==================== mem_arbiter_2p
**mem_arbiter_2p: M1 wires**

Scale bar: 20 um. Cells faint in the background.
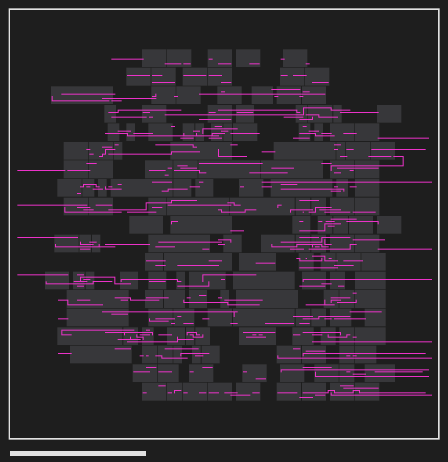

==> config.mk <==
export PLATFORM = sky130hd
export DESIGN_NAME = mem_arbiter_2p
export DESIGN_NICKNAME = d
export VERILOG_FILES = /design/src/rtl/mem_arb_pkg.sv /design/src/rtl/mem_arbiter_2p_rr_arb2.sv /design/src/rtl/mem_arbiter_2p.sv
export SDC_FILE = /design/constraint.sdc
export NUM_CORES = 1
export LEC_CHECK = 0
export CAP_MARGIN = 20
export CORE_MARGIN = 5
export CORE_UTILIZATION = 33
export DETAILED_ROUTE_END_ITERATION = 16
export PLACE_DENSITY = 0.78
export SLEW_MARGIN = 20
export SYNTH_ARGS = -nofsm -noshare
export SYNTH_HDL_FRONTEND = slang
export SYNTH_SLANG_ARGS = --single-unit
==> constraint.sdc <==
create_clock -name clk -period 1.9 [get_ports clk]
set_input_delay 0.19 -clock clk [delete_from_list [all_inputs] [get_ports clk]]
set_output_delay 0.19 -clock clk [all_outputs]
set_load 0.02 [all_outputs]
==> src/rtl/mem_arb_pkg.sv <==
// Shared definitions for the two-port memory arbiter: default geometry,
// port-id encoding and the read-response tag carried alongside each command.
package mem_arb_pkg;

  localparam int DATA_WIDTH_DEF = 8;
  localparam int MAX_ADDR_DEF   = 4;
  localparam int PORT_ID_W      = 1;
  localparam int CMD_WE_W       = 1;
  localparam int RSP_LAT        = 2;

  typedef logic [PORT_ID_W-1:0] port_id_t;

  localparam port_id_t PORT0 = 1'b0;
  localparam port_id_t PORT1 = 1'b1;

  typedef struct packed {
    logic     vld;
    port_id_t port;
    logic     oor;
  } rsp_tag_t;

  function automatic port_id_t other_port(input port_id_t p);
    return (p == PORT0) ? PORT1 : PORT0;
  endfunction

endpackage

==> src/rtl/mem_arbiter_2p_rr_arb2.sv <==
// Two-way round-robin arbiter: combinational grant, registered last-grant
// pointer that only moves when a grant is actually taken.
module rr_arb2
  import mem_arb_pkg::*;
(
  input  logic     clk,
  input  logic     rst,
  input  logic [1:0] i_req,
  output logic [1:0] o_gnt,
  output port_id_t o_gnt_port,
  output logic     o_accept
);

  port_id_t r_last;
  port_id_t w_pref;

  assign w_pref = other_port(r_last);

  always_comb begin
    o_gnt = 2'b00;
    if (!rst) begin
      case (i_req)
        2'b01:   o_gnt = 2'b01;
        2'b10:   o_gnt = 2'b10;
        2'b11:   o_gnt = (w_pref == PORT1) ? 2'b10 : 2'b01;
        default: o_gnt = 2'b00;
      endcase
    end
  end

  assign o_accept   = |o_gnt;
  assign o_gnt_port = o_gnt[1] ? PORT1 : PORT0;

  // Reset to PORT1 so port 0 wins the first contended cycle.
  always_ff @(posedge clk or posedge rst) begin
    if (rst)           r_last <= PORT1;
    else if (o_accept) r_last <= o_gnt_port;
  end

endmodule

==> src/rtl/mem_arbiter_2p.sv <==
// Shares one mem_mod between two requesters: round-robin grant, registered
// issue stage, and a fixed two-deep tag pipe that routes read data back.
module mem_arbiter_2p
  import mem_arb_pkg::*;
#(
  parameter int DATA_WIDTH = DATA_WIDTH_DEF,
  parameter int MAX_ADDR   = MAX_ADDR_DEF,
  parameter int ADDRSIZE   = $clog2(MAX_ADDR)
) (
  input  logic                  clk,
  input  logic                  rst,
  input  logic                  req_valid_0,
  output logic                  req_ready_0,
  input  logic                  req_we_0,
  input  logic [ADDRSIZE-1:0]   req_addr_0,
  input  logic [DATA_WIDTH-1:0] req_wdata_0,
  output logic                  rsp_valid_0,
  output logic [DATA_WIDTH-1:0] rsp_data_0,
  input  logic                  req_valid_1,
  output logic                  req_ready_1,
  input  logic                  req_we_1,
  input  logic [ADDRSIZE-1:0]   req_addr_1,
  input  logic [DATA_WIDTH-1:0] req_wdata_1,
  output logic                  rsp_valid_1,
  output logic [DATA_WIDTH-1:0] rsp_data_1,
  output logic                  mem_wr_en,
  output logic                  mem_rd_en,
  output logic [ADDRSIZE-1:0]   mem_wr_addr,
  output logic [ADDRSIZE-1:0]   mem_rd_addr,
  output logic [DATA_WIDTH-1:0] mem_wr_data,
  input  logic [DATA_WIDTH-1:0] mem_rd_data
);

  localparam logic [ADDRSIZE:0] LP_LIMIT = MAX_ADDR[ADDRSIZE:0];

  logic [1:0]            w_gnt;
  port_id_t              w_sel;
  logic                  w_acc;
  logic                  w_we;
  logic [ADDRSIZE-1:0]   w_addr;
  logic [DATA_WIDTH-1:0] w_wdata;
  logic                  w_oor;
  logic                  w_wr_issue;
  logic                  w_rd_issue;

  logic                  r_wr_en;
  logic                  r_rd_en;
  logic [ADDRSIZE-1:0]   r_wr_addr;
  logic [ADDRSIZE-1:0]   r_rd_addr;
  logic [DATA_WIDTH-1:0] r_wr_data;
  rsp_tag_t              r_tag [RSP_LAT];

  rsp_tag_t              w_tail;
  logic [DATA_WIDTH-1:0] w_rsp_data;

  rr_arb2 u_arb (
    .clk        (clk),
    .rst        (rst),
    .i_req      ({req_valid_1, req_valid_0}),
    .o_gnt      (w_gnt),
    .o_gnt_port (w_sel),
    .o_accept   (w_acc)
  );

  assign req_ready_0 = w_gnt[0];
  assign req_ready_1 = w_gnt[1];

  assign w_we    = (w_sel == PORT1) ? req_we_1    : req_we_0;
  assign w_addr  = (w_sel == PORT1) ? req_addr_1  : req_addr_0;
  assign w_wdata = (w_sel == PORT1) ? req_wdata_1 : req_wdata_0;

  // Out-of-range commands are still accepted; they just never reach mem_mod.
  assign w_oor      = ({1'b0, w_addr} >= LP_LIMIT);
  assign w_wr_issue = w_acc &  w_we & ~w_oor;
  assign w_rd_issue = w_acc & ~w_we & ~w_oor;

  always_ff @(posedge clk or posedge rst) begin
    if (rst) begin
      r_wr_en   <= 1'b0;
      r_rd_en   <= 1'b0;
      r_wr_addr <= '0;
      r_rd_addr <= '0;
      r_wr_data <= '0;
    end else begin
      r_wr_en <= w_wr_issue;
      r_rd_en <= w_rd_issue;
      if (w_wr_issue) begin
        r_wr_addr <= w_addr;
        r_wr_data <= w_wdata;
      end
      if (w_rd_issue) r_rd_addr <= w_addr;
    end
  end

  assign mem_wr_en   = r_wr_en;
  assign mem_rd_en   = r_rd_en;
  assign mem_wr_addr = r_wr_addr;
  assign mem_rd_addr = r_rd_addr;
  assign mem_wr_data = r_wr_data;

  // Tag pipe mirrors issue + mem_mod read latency; reset flushes pending reads.
  always_ff @(posedge clk or posedge rst) begin
    if (rst) begin
      for (int i = 0; i < RSP_LAT; i++) r_tag[i] <= '0;
    end else begin
      r_tag[0] <= '{vld: w_acc & ~w_we, port: w_sel, oor: w_oor};
      for (int i = 1; i < RSP_LAT; i++) r_tag[i] <= r_tag[i-1];
    end
  end

  assign w_tail     = r_tag[RSP_LAT-1];
  assign w_rsp_data = w_tail.oor ? '0 : mem_rd_data;

  assign rsp_valid_0 = w_tail.vld & (w_tail.port == PORT0);
  assign rsp_valid_1 = w_tail.vld & (w_tail.port == PORT1);
  assign rsp_data_0  = rsp_valid_0 ? w_rsp_data : '0;
  assign rsp_data_1  = rsp_valid_1 ? w_rsp_data : '0;

endmodule
==================== tmds_period_encoder
==> src/rtl/tmds_pkg.sv <==
// Shared TMDS symbol constants, period states and small helpers for the period encoder.
package tmds_pkg;

    localparam int unsigned SYM_W = 10;

    localparam logic [SYM_W-1:0] CTL_00 = 10'b1101010100;
    localparam logic [SYM_W-1:0] CTL_01 = 10'b0010101011;
    localparam logic [SYM_W-1:0] CTL_10 = 10'b0101010100;
    localparam logic [SYM_W-1:0] CTL_11 = 10'b1010101011;

    localparam logic [SYM_W-1:0] GB_EVEN = 10'b1011001100;
    localparam logic [SYM_W-1:0] GB_ODD  = 10'b0100110011;

    // Video preamble CTL pair (CTL1,CTL0) carried on lane 1
    localparam logic [1:0] PRE_CTL = 2'b01;

    typedef enum logic [1:0] {CTRL, PRE, GB, VID} period_e;

    function automatic logic [SYM_W-1:0] ctl_code(input logic [1:0] c);
        logic [SYM_W-1:0] s;
        case (c)
            2'b00:   s = CTL_00;
            2'b01:   s = CTL_01;
            2'b10:   s = CTL_10;
            default: s = CTL_11;
        endcase
        return s;
    endfunction

    function automatic logic [3:0] popcount8(input logic [7:0] v);
        logic [3:0] n;
        n = '0;
        for (int i = 0; i < 8; i++) begin
            n = n + 4'(v[i]);
        end
        return n;
    endfunction

endpackage

==> src/rtl/tmds_lane_encoder.sv <==
// One TMDS lane: stage 1 builds q_m and its popcount, stage 2 makes the DC-balance
// decision and registers the symbol. Non-video symbols travel the same two stages.
module tmds_lane_encoder
    import tmds_pkg::*;
(
    input  logic             clock,
    input  logic             reset_n,
    input  logic             is_video,
    input  logic [1:0]       ctl,
    input  logic             force_sym_en,
    input  logic [SYM_W-1:0] force_sym,
    input  logic [7:0]       d,
    output logic [SYM_W-1:0] sym
);

    logic             use_xnor;
    logic             acc;
    logic [3:0]       n1_d;
    logic [8:0]       qm_d;
    logic [8:0]       qm_q;
    logic [3:0]       qn1_q;
    logic             vid_q;
    logic             frc_q;
    logic [1:0]       ctl_q;
    logic [SYM_W-1:0] fsym_q;

    logic signed [4:0] cnt_q;
    logic signed [4:0] cnt_d;
    logic signed [4:0] n1s;
    logic signed [4:0] n0s;
    logic signed [4:0] bal;
    logic signed [4:0] two;
    logic [SYM_W-1:0]  sym_d;

    always_comb begin
        n1_d     = popcount8(d);
        use_xnor = (n1_d > 4'd4) || ((n1_d == 4'd4) && !d[0]);
        acc      = d[0];
        qm_d     = '0;
        qm_d[0]  = acc;
        for (int i = 1; i < 8; i++) begin
            acc     = use_xnor ? ~(acc ^ d[i]) : (acc ^ d[i]);
            qm_d[i] = acc;
        end
        qm_d[8] = ~use_xnor;
    end

    always_ff @(posedge clock or negedge reset_n) begin
        if (!reset_n) begin
            qm_q   <= '0;
            qn1_q  <= '0;
            vid_q  <= 1'b0;
            frc_q  <= 1'b0;
            ctl_q  <= 2'b00;
            fsym_q <= '0;
        end else begin
            qm_q   <= qm_d;
            qn1_q  <= popcount8(qm_d[7:0]);
            vid_q  <= is_video;
            frc_q  <= force_sym_en;
            ctl_q  <= ctl;
            fsym_q <= force_sym;
        end
    end

    always_comb begin
        n1s   = $signed({1'b0, qn1_q});
        n0s   = 5'sd8 - n1s;
        bal   = n1s - n0s;
        two   = qm_q[8] ? 5'sd2 : 5'sd0;
        sym_d = ctl_code(ctl_q);
        cnt_d = 5'sd0;
        if (!vid_q) begin
            if (frc_q) sym_d = fsym_q;
        end else if ((cnt_q == 5'sd0) || (bal == 5'sd0)) begin
            sym_d = {~qm_q[8], qm_q[8], qm_q[8] ? qm_q[7:0] : ~qm_q[7:0]};
            cnt_d = qm_q[8] ? (cnt_q + bal) : (cnt_q - bal);
        end else if (((cnt_q > 5'sd0) && (bal > 5'sd0)) || ((cnt_q < 5'sd0) && (bal < 5'sd0))) begin
            sym_d = {1'b1, qm_q[8], ~qm_q[7:0]};
            cnt_d = cnt_q + two - bal;
        end else begin
            sym_d = {1'b0, qm_q[8], qm_q[7:0]};
            cnt_d = cnt_q - (5'sd2 - two) + bal;
        end
    end

    always_ff @(posedge clock or negedge reset_n) begin
        if (!reset_n) begin
            sym   <= CTL_00;
            cnt_q <= 5'sd0;
        end else begin
            sym   <= sym_d;
            cnt_q <= cnt_d;
        end
    end

endmodule

==> src/rtl/tmds_period_encoder.sv <==
// Multi-lane TMDS encoder with optional HDMI video preamble and leading guard band,
// inserted by looking LEAD cycles ahead on the undelayed DE.
module tmds_period_encoder
    import tmds_pkg::*;
#(
    parameter int unsigned NCH     = 3,
    parameter int unsigned PRE_LEN = 8,
    parameter int unsigned GB_LEN  = 2
) (
    input  logic                 clock,
    input  logic                 reset_n,
    input  logic                 hdmi_mode,
    input  logic                 de,
    input  logic                 hsync,
    input  logic                 vsync,
    input  logic [8*NCH-1:0]     pixel,
    output logic [SYM_W*NCH-1:0] tmds,
    output logic                 de_out
);

    localparam int unsigned LEAD = PRE_LEN + GB_LEN;
    localparam int unsigned BW   = $clog2(2 * LEAD + 1);
    localparam int unsigned PW   = $clog2((PRE_LEN > GB_LEN) ? PRE_LEN : GB_LEN) + 1;

    logic [LEAD-1:0]  de_sr;
    logic [LEAD-1:0]  hs_sr;
    logic [LEAD-1:0]  vs_sr;
    logic [8*NCH-1:0] pix_sr [LEAD];
    logic             dly_de;
    logic             dly_hs;
    logic             dly_vs;
    logic [BW-1:0]    blank_q;
    logic             start;
    logic [PW-1:0]    ph_q;
    period_e          state_q;
    period_e          period;
    logic             vid1_q;

    always_ff @(posedge clock or negedge reset_n) begin
        if (!reset_n) begin
            de_sr <= '0;
            hs_sr <= '0;
            vs_sr <= '0;
            for (int i = 0; i < int'(LEAD); i++) pix_sr[i] <= '0;
        end else begin
            de_sr     <= {de_sr[LEAD-2:0], de};
            hs_sr     <= {hs_sr[LEAD-2:0], hsync};
            vs_sr     <= {vs_sr[LEAD-2:0], vsync};
            pix_sr[0] <= pixel;
            for (int i = 1; i < int'(LEAD); i++) pix_sr[i] <= pix_sr[i-1];
        end
    end

    assign dly_de = de_sr[LEAD-1];
    assign dly_hs = hs_sr[LEAD-1];
    assign dly_vs = vs_sr[LEAD-1];

    always_ff @(posedge clock or negedge reset_n) begin
        if (!reset_n) begin
            blank_q <= BW'(2 * LEAD);
        end else if (de) begin
            blank_q <= '0;
        end else if (blank_q != BW'(2 * LEAD)) begin
            blank_q <= blank_q + 1'b1;
        end
    end

    // A nonzero blank count also means the previous DE was low, so this doubles as edge detect
    assign start = hdmi_mode && de && (blank_q >= BW'(LEAD + 2));

    // Class of the sample currently leaving the delay line
    always_comb begin
        period = state_q;
        if (state_q == CTRL) begin
            if (start) period = PRE;
            else if (dly_de) period = VID;
        end else if ((state_q == VID) && !dly_de) begin
            period = CTRL;
        end
    end

    always_ff @(posedge clock or negedge reset_n) begin
        if (!reset_n) begin
            state_q <= CTRL;
            ph_q    <= '0;
            vid1_q  <= 1'b0;
            de_out  <= 1'b0;
        end else begin
            vid1_q <= (period == VID);
            de_out <= vid1_q;
            unique case (period)
                CTRL: begin
                    state_q <= CTRL;
                    ph_q    <= '0;
                end
                PRE: begin
                    if (ph_q == PW'(PRE_LEN - 1)) begin
                        state_q <= GB;
                        ph_q    <= '0;
                    end else begin
                        state_q <= PRE;
                        ph_q    <= ph_q + 1'b1;
                    end
                end
                GB: begin
                    if (ph_q == PW'(GB_LEN - 1)) begin
                        state_q <= VID;
                        ph_q    <= '0;
                    end else begin
                        state_q <= GB;
                        ph_q    <= ph_q + 1'b1;
                    end
                end
                VID: begin
                    state_q <= VID;
                    ph_q    <= '0;
                end
            endcase
        end
    end

    for (genvar i = 0; i < NCH; i++) begin : g_lane
        logic [1:0] ctl;
        if (i == 0) begin : g_sync
            assign ctl = {dly_vs, dly_hs};
        end else if (i == 1) begin : g_pre
            assign ctl = (period == PRE) ? PRE_CTL : 2'b00;
        end else begin : g_idle
            assign ctl = 2'b00;
        end

        tmds_lane_encoder u_lane (
            .clock       (clock),
            .reset_n     (reset_n),
            .is_video    (period == VID),
            .ctl         (ctl),
            .force_sym_en(period == GB),
            .force_sym   ((i % 2 == 0) ? GB_EVEN : GB_ODD),
            .d           (pix_sr[LEAD-1][8*i +: 8]),
            .sym         (tmds[SYM_W*i +: SYM_W])
        );
    end

endmodule

==> config.mk <==
export PLATFORM = sky130hd
export DESIGN_NAME = tmds_period_encoder
export DESIGN_NICKNAME = d
export VERILOG_FILES = /design/src/rtl/tmds_pkg.sv /design/src/rtl/tmds_lane_encoder.sv /design/src/rtl/tmds_period_encoder.sv
export SDC_FILE = /design/constraint.sdc
export NUM_CORES = 1
export LEC_CHECK = 0
export CAP_MARGIN = 30
export CORE_ASPECT_RATIO = 1.5
export CORE_MARGIN = 2
export CORE_UTILIZATION = 47
export DETAILED_ROUTE_END_ITERATION = 8
export PLACE_DENSITY = 0.62
export SYNTH_ARGS = -nofsm -noshare
export SYNTH_HDL_FRONTEND = slang
export SYNTH_HIERARCHICAL = 1
export SYNTH_SLANG_ARGS = --single-unit
==> constraint.sdc <==
create_clock -name clock -period 6.5 [get_ports clock]
set_input_delay 0.65 -clock clock [delete_from_list [all_inputs] [get_ports clock]]
set_output_delay 0.65 -clock clock [all_outputs]
set_load 0.01 [all_outputs]
==================== lfsr_bank
--- src/rtl/lfsr_bank.sv ---
// Multi-channel leap-forward LFSR bank with seed load, warm-up and back-pressure.
// Optional draw counter port enabled by defining LFSR_BANK_STATS_EN.
module lfsr_bank #(
  parameter int STATE_W = 130,
  parameter int TAP_A   = 7,
  parameter int TAP_B   = 10,
  parameter int NUM_OUT = 4,
  parameter int OUT_W   = 32,
  parameter int WARMUP  = 8,
  parameter logic [STATE_W-1:0] DEFAULT_SEED =
    130'h123456789bdefa2154acbd55a468daf5
) (
  input  logic                     clk,
  input  logic                     reset,
  input  logic                     seed_valid,
  output logic                     seed_ready,
  input  logic [STATE_W-1:0]       seed,
  output logic                     out_valid,
  input  logic                     out_ready,
  output logic [NUM_OUT*OUT_W-1:0] data
`ifdef LFSR_BANK_STATS_EN
  ,
  output logic [31:0]              draw_count
`endif
);

  localparam int P = STATE_W - TAP_B;
  localparam logic [15:0] LAST =
    16'((WARMUP > 0) ? WARMUP - 1 : 0);

  typedef enum logic {
    ST_WARM,
    ST_RUN
  } fsm_t;

  localparam fsm_t FSM_INIT =
    (WARMUP == 0) ? ST_RUN : ST_WARM;

  if (!(TAP_A > 0 && TAP_A < TAP_B && TAP_B < STATE_W))
  begin : g_bad_taps
    $error("lfsr_bank: need 0 < TAP_A < TAP_B < STATE_W");
  end

  if (NUM_OUT * OUT_W > STATE_W) begin : g_bad_width
    $error("lfsr_bank: NUM_OUT*OUT_W exceeds STATE_W");
  end

  logic [STATE_W-1:0] s;
  logic [STATE_W-1:0] s_step;
  logic [15:0]        cnt;
  fsm_t               fsm;
  fsm_t               fsm_nxt;
  logic               seed_hs;
  logic               out_hs;

  assign seed_hs = seed_valid && seed_ready;
  assign out_hs  = out_valid && out_ready;

  // One leap-forward step: low bits from two taps, high bits wrap around.
  always_comb begin
    s_step = '0;
    for (int i = 0; i < P; i++) begin
      s_step[i] = s[i + TAP_A] ^ s[i + TAP_B];
    end
    for (int i = P; i < STATE_W; i++) begin
      s_step[i] = s[i - P];
    end
  end

  // FSM state register.
  always_ff @(posedge clk) begin
    if (reset) begin
      fsm <= FSM_INIT;
    end else begin
      fsm <= fsm_nxt;
    end
  end

  // FSM next state: seed load restarts warm-up from any state.
  always_comb begin
    fsm_nxt = fsm;
    if (seed_hs) begin
      fsm_nxt = FSM_INIT;
    end else begin
      unique case (fsm)
        ST_WARM: if (cnt == LAST) fsm_nxt = ST_RUN;
        ST_RUN:  fsm_nxt = ST_RUN;
        default: fsm_nxt = FSM_INIT;
      endcase
    end
  end

  // FSM outputs: draws are only presented in RUN.
  always_comb begin
    out_valid = (fsm == ST_RUN);
    data      = s[NUM_OUT*OUT_W-1:0];
  end

  // State, warm-up counter and seed acceptance.
  always_ff @(posedge clk) begin
    if (reset) begin
      s          <= DEFAULT_SEED;
      cnt        <= '0;
      seed_ready <= 1'b0;
    end else begin
      seed_ready <= 1'b1;
      if (seed_hs) begin
        s   <= (seed == '0) ? DEFAULT_SEED : seed;
        cnt <= '0;
      end else if (fsm == ST_WARM) begin
        s   <= s_step;
        cnt <= cnt + 16'd1;
      end else if (out_hs) begin
        s <= s_step;
      end
    end
  end

`ifdef LFSR_BANK_STATS_EN
  // Accepted-draw counter; a draw taken alongside a seed load counts as 1.
  always_ff @(posedge clk) begin
    if (reset) begin
      draw_count <= '0;
    end else if (seed_hs) begin
      draw_count <= out_hs ? 32'd1 : 32'd0;
    end else if (out_hs) begin
      draw_count <= draw_count + 32'd1;
    end
  end
`endif

endmodule

--- config.mk ---
export PLATFORM = sky130hd
export DESIGN_NAME = lfsr_bank
export DESIGN_NICKNAME = d
export VERILOG_FILES = /design/src/rtl/lfsr_bank.sv
export SDC_FILE = /design/constraint.sdc
export NUM_CORES = 1
export LEC_CHECK = 0
export CAP_MARGIN = 40
export CORE_MARGIN = 8
export CORE_UTILIZATION = 49
export CTS_BUF_LIST = sky130_fd_sc_hd__clkbuf_8
export CTS_CLUSTER_SIZE = 14
export DETAILED_ROUTE_END_ITERATION = 12
export GPL_TIMING_DRIVEN = 0
export PLACE_DENSITY_LB_ADDON = 0.12
export SYNTH_ARGS = -nofsm -noshare
export SYNTH_HDL_FRONTEND = slang
export SYNTH_SLANG_ARGS = --single-unit
--- constraint.sdc ---
create_clock -name clk -period 2.45 [get_ports clk]
set_input_delay 0.3675 -clock clk [delete_from_list [all_inputs] [get_ports clk]]
set_output_delay 0.3675 -clock clk [all_outputs]
set_load 0.03 [all_outputs]
**lfsr_bank: signal metal coverage by tile**

The die is cut into 30 by 30 equal tiles; white is low, dark blue is high, scaled to the fullest tile. Values are wire area over tile area, all layers added.
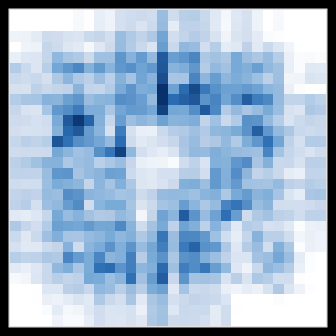
The densest ninth of the die: top middle. The fullest tile reaches 0.73. 18% of the tiles are over half the peak. 9.6% of the tiles are nearly empty. The mean over all tiles is 0.23.
Avg WL per Cell: 19.8 um
final wirelength: 30.8 mm
gr usage total: 26.6%

==> qor.yml, lfsr_bank <==
final_timing:
  slew_viol_final: 0
  fin_crit_ns: 2.39
  worst_slew_pin_slew_ns: 0.770
clocking:
  clkTransAtPathRegs_ns: 0.09
  worst_skew_pair.late_latency_ns: 0.46
  cts_hold_buf: 0
setup_path:
  worstSetupEndpointType: "register"
  crit_arrival_ns: 2.79
  worstReg2RegEnd: "s[56]"
  crit_path_top_delay_cell: "or4_4"
  cp_data_required_time_ns: 2.85
synth:
  synth-edff-count: 0
  synth_cell_types: 34
  yosysWarnings: 0
  numSynthFlops: 148
  ys_sh_aoi_pct: 22.8
  synth-async-reset-ratio_pct: 0
  synth.logic.top_family: "AND-OR/OR-AND gates"
  synthFlopType: "dfxtp_1"
  xor_area_share_pct: 13.3
cells_and_area:
  signal_buffers: 458
  nNetsFinal: 1448
  seqCellArea_um2: 2960
  logic_area_um2: 4610
  final_util_pct: 70.6
  clock_area_share_pct: 3.61
  stdcell_area_um2: 12200
  seq-cell-share_pct: 24.2
global_route:
  grt_max_degree: 17
  use_met2_pct: 41.6
  grtUsageMet1_pct: 34.1
min_path:
  hold_start: "seed[78]"
power_and_ir_drop:
  comb_power_uw: 3500
  powerSeq_uw: 3220
  internal-power_uw: 5740
detailed_routing:
  met2RoutedLength_mm: 14.1
  drc: 0
placement:
  place_area_um2: 11600
  dp_slack_ns: -0.690
floorplan:
  pin_count: 264
run_status:
  outcome: "finished, final reports clean"
==> lfsr_bank: cell usage after synthesis (all sizes together), types with 8 or more instances <==
| cell | instances | area (um2) |
|---|---|---|
| nand2 | 201 | 754 |
| dfxtp | 148 | 2960 |
| buf | 145 | 1080 |
| xnor2 | 124 | 1090 |
| o21ai | 67 | 335 |
| a2bb2oi | 66 | 828 |
| a21oi | 59 | 295 |
| o211ai | 56 | 420 |
| clkbuf | 48 | 180 |
| nor4 | 34 | 213 |
| nor2 | 24 | 90.1 |
| nand4 | 10 | 62.6 |
| a311oi | 8 | 70.1 |
| xor2 | 8 | 70.1 |
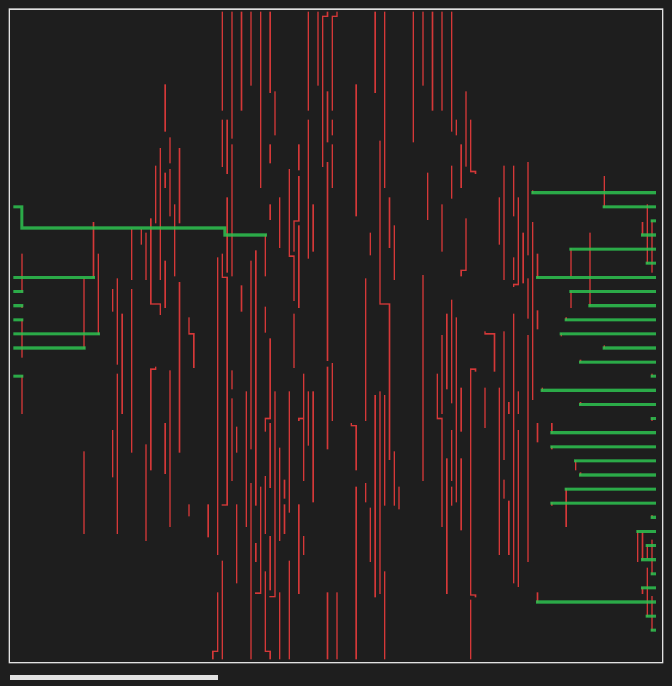
**Above:** mem_arbiter_2p (signal wires by layer).
Scale bar: 20 um. Only two layers are drawn.
Key: M2 = red [wire length 1440 um]; M3 = green [wire length 222 um]
Avg WL per Cell: 14.1 um
DR vias: 883
gr usage total: 14.0%
final wirelength: 2.75 mm

**mem_arbiter_2p: layout detail**

Scale bar: 5 um. Window x 37 to 57, y 37 to 57 um. Cells in gray, sequential cells in the stronger gray; small squares are vias.
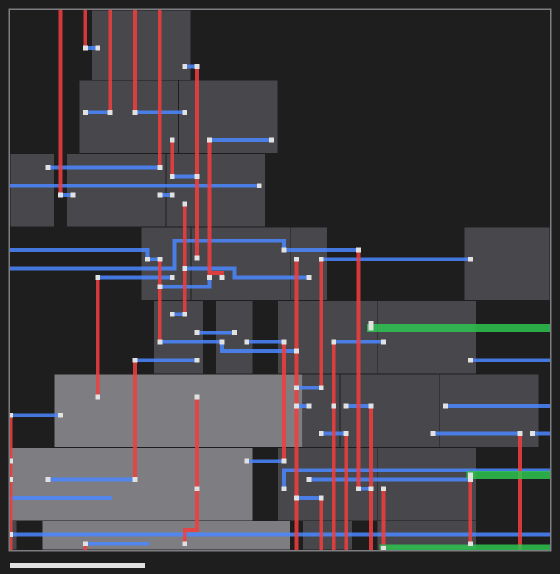
Key: M1 = blue; M3 = green; M2 = red
21 logic cells have their middle in the window. Sequential cells in the window: 2. Most frequent: clkdlybuf4s50_1 (10), mux2i_1 (3), nand2_1 (3). Netlist names of flops here include `mem_wr_data` (2).

## Picture notes: 'M1 wires' of mem_arbiter_2p
173 nets have wire on it. The layer holds 40% of the routed length. The longest straight run is 24.8 um.

==> qor.yml, mem_arbiter_2p <==
run_status:
  outcome: "finished, final reports clean"
global_route:
  grt.overflow.total: 0
  use_met3_pct: 5.58
  use_met2_pct: 26.0
  grt_busiest_layer: "met2"
cells_and_area:
  clock_area_share_pct: 2.10
  nNetsFinal: 199
  seq-cell-share_pct: 26.2
clocking:
  worst_skew_pair.late_latency_ns: 0.28
  cts_hold_buf: 0
  postCtsSetupBuffers: 0
placement:
  dp_hpwl_mm: 2.40
  io_buffers: 67
detailed_routing:
  drc: 0
  met2RoutedLength_mm: 1.44
  drtIter0Drc: 18
floorplan:
  pin_count: 68
  die_area_um2: 3950
synth:
  top_cell_area_share_pct: 46.2
  synth_nets: 120
  syn_inst: 86
  largest_area_cell: "dfrtp_1"
  synth.logic.top_family: "simple AND/OR/NAND/NOR gates"
  synthMuxAreaShare_pct: 14.7
  ys_sh_aoi_pct: 11.8
power_and_ir_drop:
  p_leak_uw: 0.000854
setup_path:
  crit_type: "reg -> out"
  worstReg2RegEnd: "mem_rd_addr[1]"
final_timing:
  relSlewSlack_pct: 83.4
  finalWorstSetupSlack_ns: 0.136
## mem_arbiter_2p: report_power, final
group	internal, uW	total [uW]	switching (uW)	leakage [uW]
logic	279	514	235	0.000611
clock network	116	227	110	0.0000210
registers	461	506	45.0	0.000223
total	856	1250	390	0.000854
## mem_arbiter_2p: through the flow
step	hold slack, ns	utilization (%)	total power, uW	TNS (ns)
3_5_place_dp	0.335	62.1	1040	-0.00971
3_3_place_gp	0.333	62.1	1020	0
4_1_cts	0.258	63.4	1260	0
6_report	0.258	63.9	1250	0
5_1_grt	0.304	63.9	1320	0
2_1_floorplan	0.158	-	745	0
**tmds_period_encoder: signal wires by layer**

Scale bar: 50 um. Only two layers are drawn.
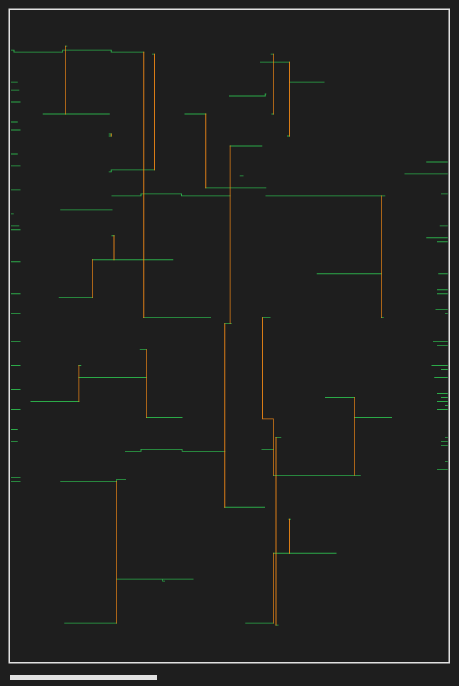
Key: M3 = green [wire length 763 um]; M4 = orange [wire length 677 um]
Avg WL per Cell: 13.4 um
gr usage total: 13.4%
final wirelength: 20.6 mm
DR vias: 7095

==> qor.yml, tmds_period_encoder <==
run_status:
  outcome: "finished, final reports clean"
cells_and_area:
  largest_class: "registers"
  logic_area_um2: 4420
  clock_area_share_pct: 7.16
  final_util_pct: 56.1
  signal_buffers: 69
  layout_top_cell: "dfrtp_1"
  logic_gates: 481
detailed_routing:
  final_antenna_net_count: 0
clocking:
  cts_tree: "built"
  worst_skew_pair.late_latency_ns: 0.54
  clkTransAtPathRegs_ns: 0.06
floorplan:
  rows: 79
  tap_cells: 405
synth:
  ys_area_um2: 14900
  numSynthFlops: 406
placement:
  dp_slack_ns: 0.311
power_and_ir_drop:
  clock_power_uw: 2170
  p_leak_uw: 0.00814
  power.density_nw_per_um2: 480
  pwr-share-clk_pct: 25.9
final_timing:
  rsz0062_at_grt: "no"
setup_path:
  worst-r2r-setup-slack_ns: 0.41
  r2r-start: "pix_sr[16]"
  critical_path.top_delay_family: "adder cells"
  cp-start-kind: "register"
min_path:
  hp-class: "in -> async"
job:
  warnings: 56
-- tmds_period_encoder: cells by family (layout without fill, tap and decap cells) --
kind of cell	after synthesis	after routing	share of synthesized area, %
buffers and inverters	111	243	2.80
flip-flops	406	406	68.3
multiplexers	24	24	1.82
AND/OR/NAND/NOR	111	111	3.90
AND-OR/OR-AND	101	101	5.09
adder cells (fa/ha/maj)	121	121	12.1
XOR/XNOR	91	91	5.91
other	2	33	0.0504


==> screenshots <==
Track usage over the die.
image #1
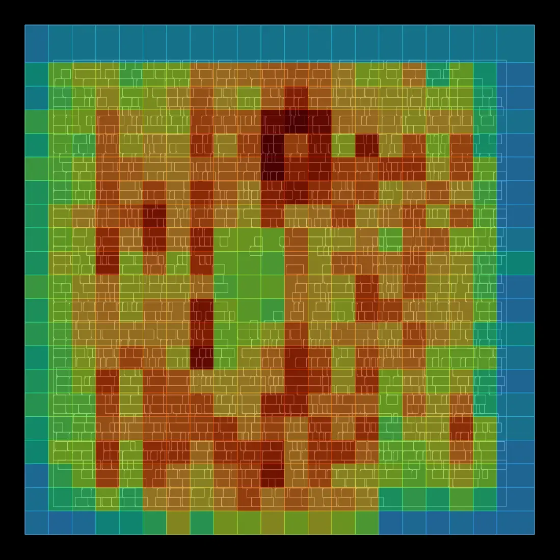
image #2
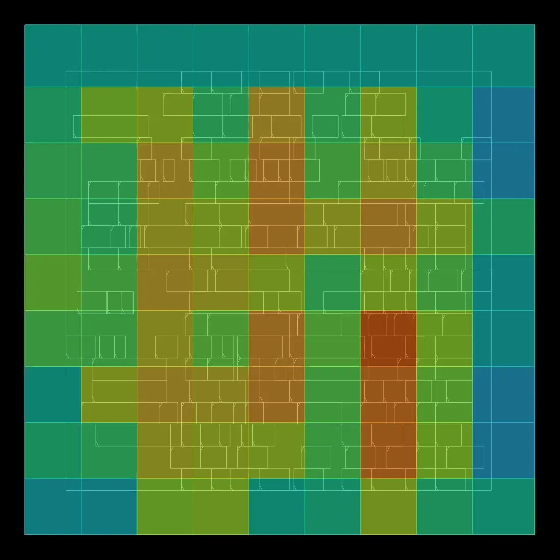
image #3
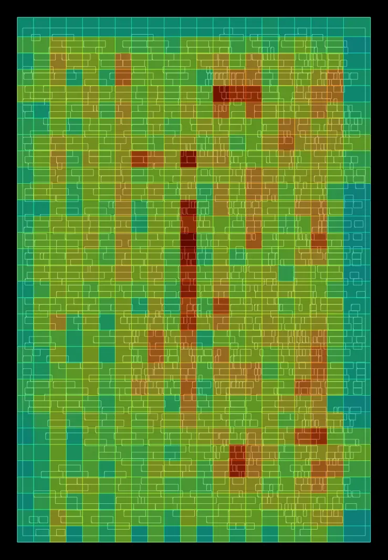
Image #3 is tmds_period_encoder.
Image #1 is lfsr_bank.
Image #2 is mem_arbiter_2p.
Of these, most wire per cell: image #1

No activity file was given, so power comes from the tool's default toggle rates.
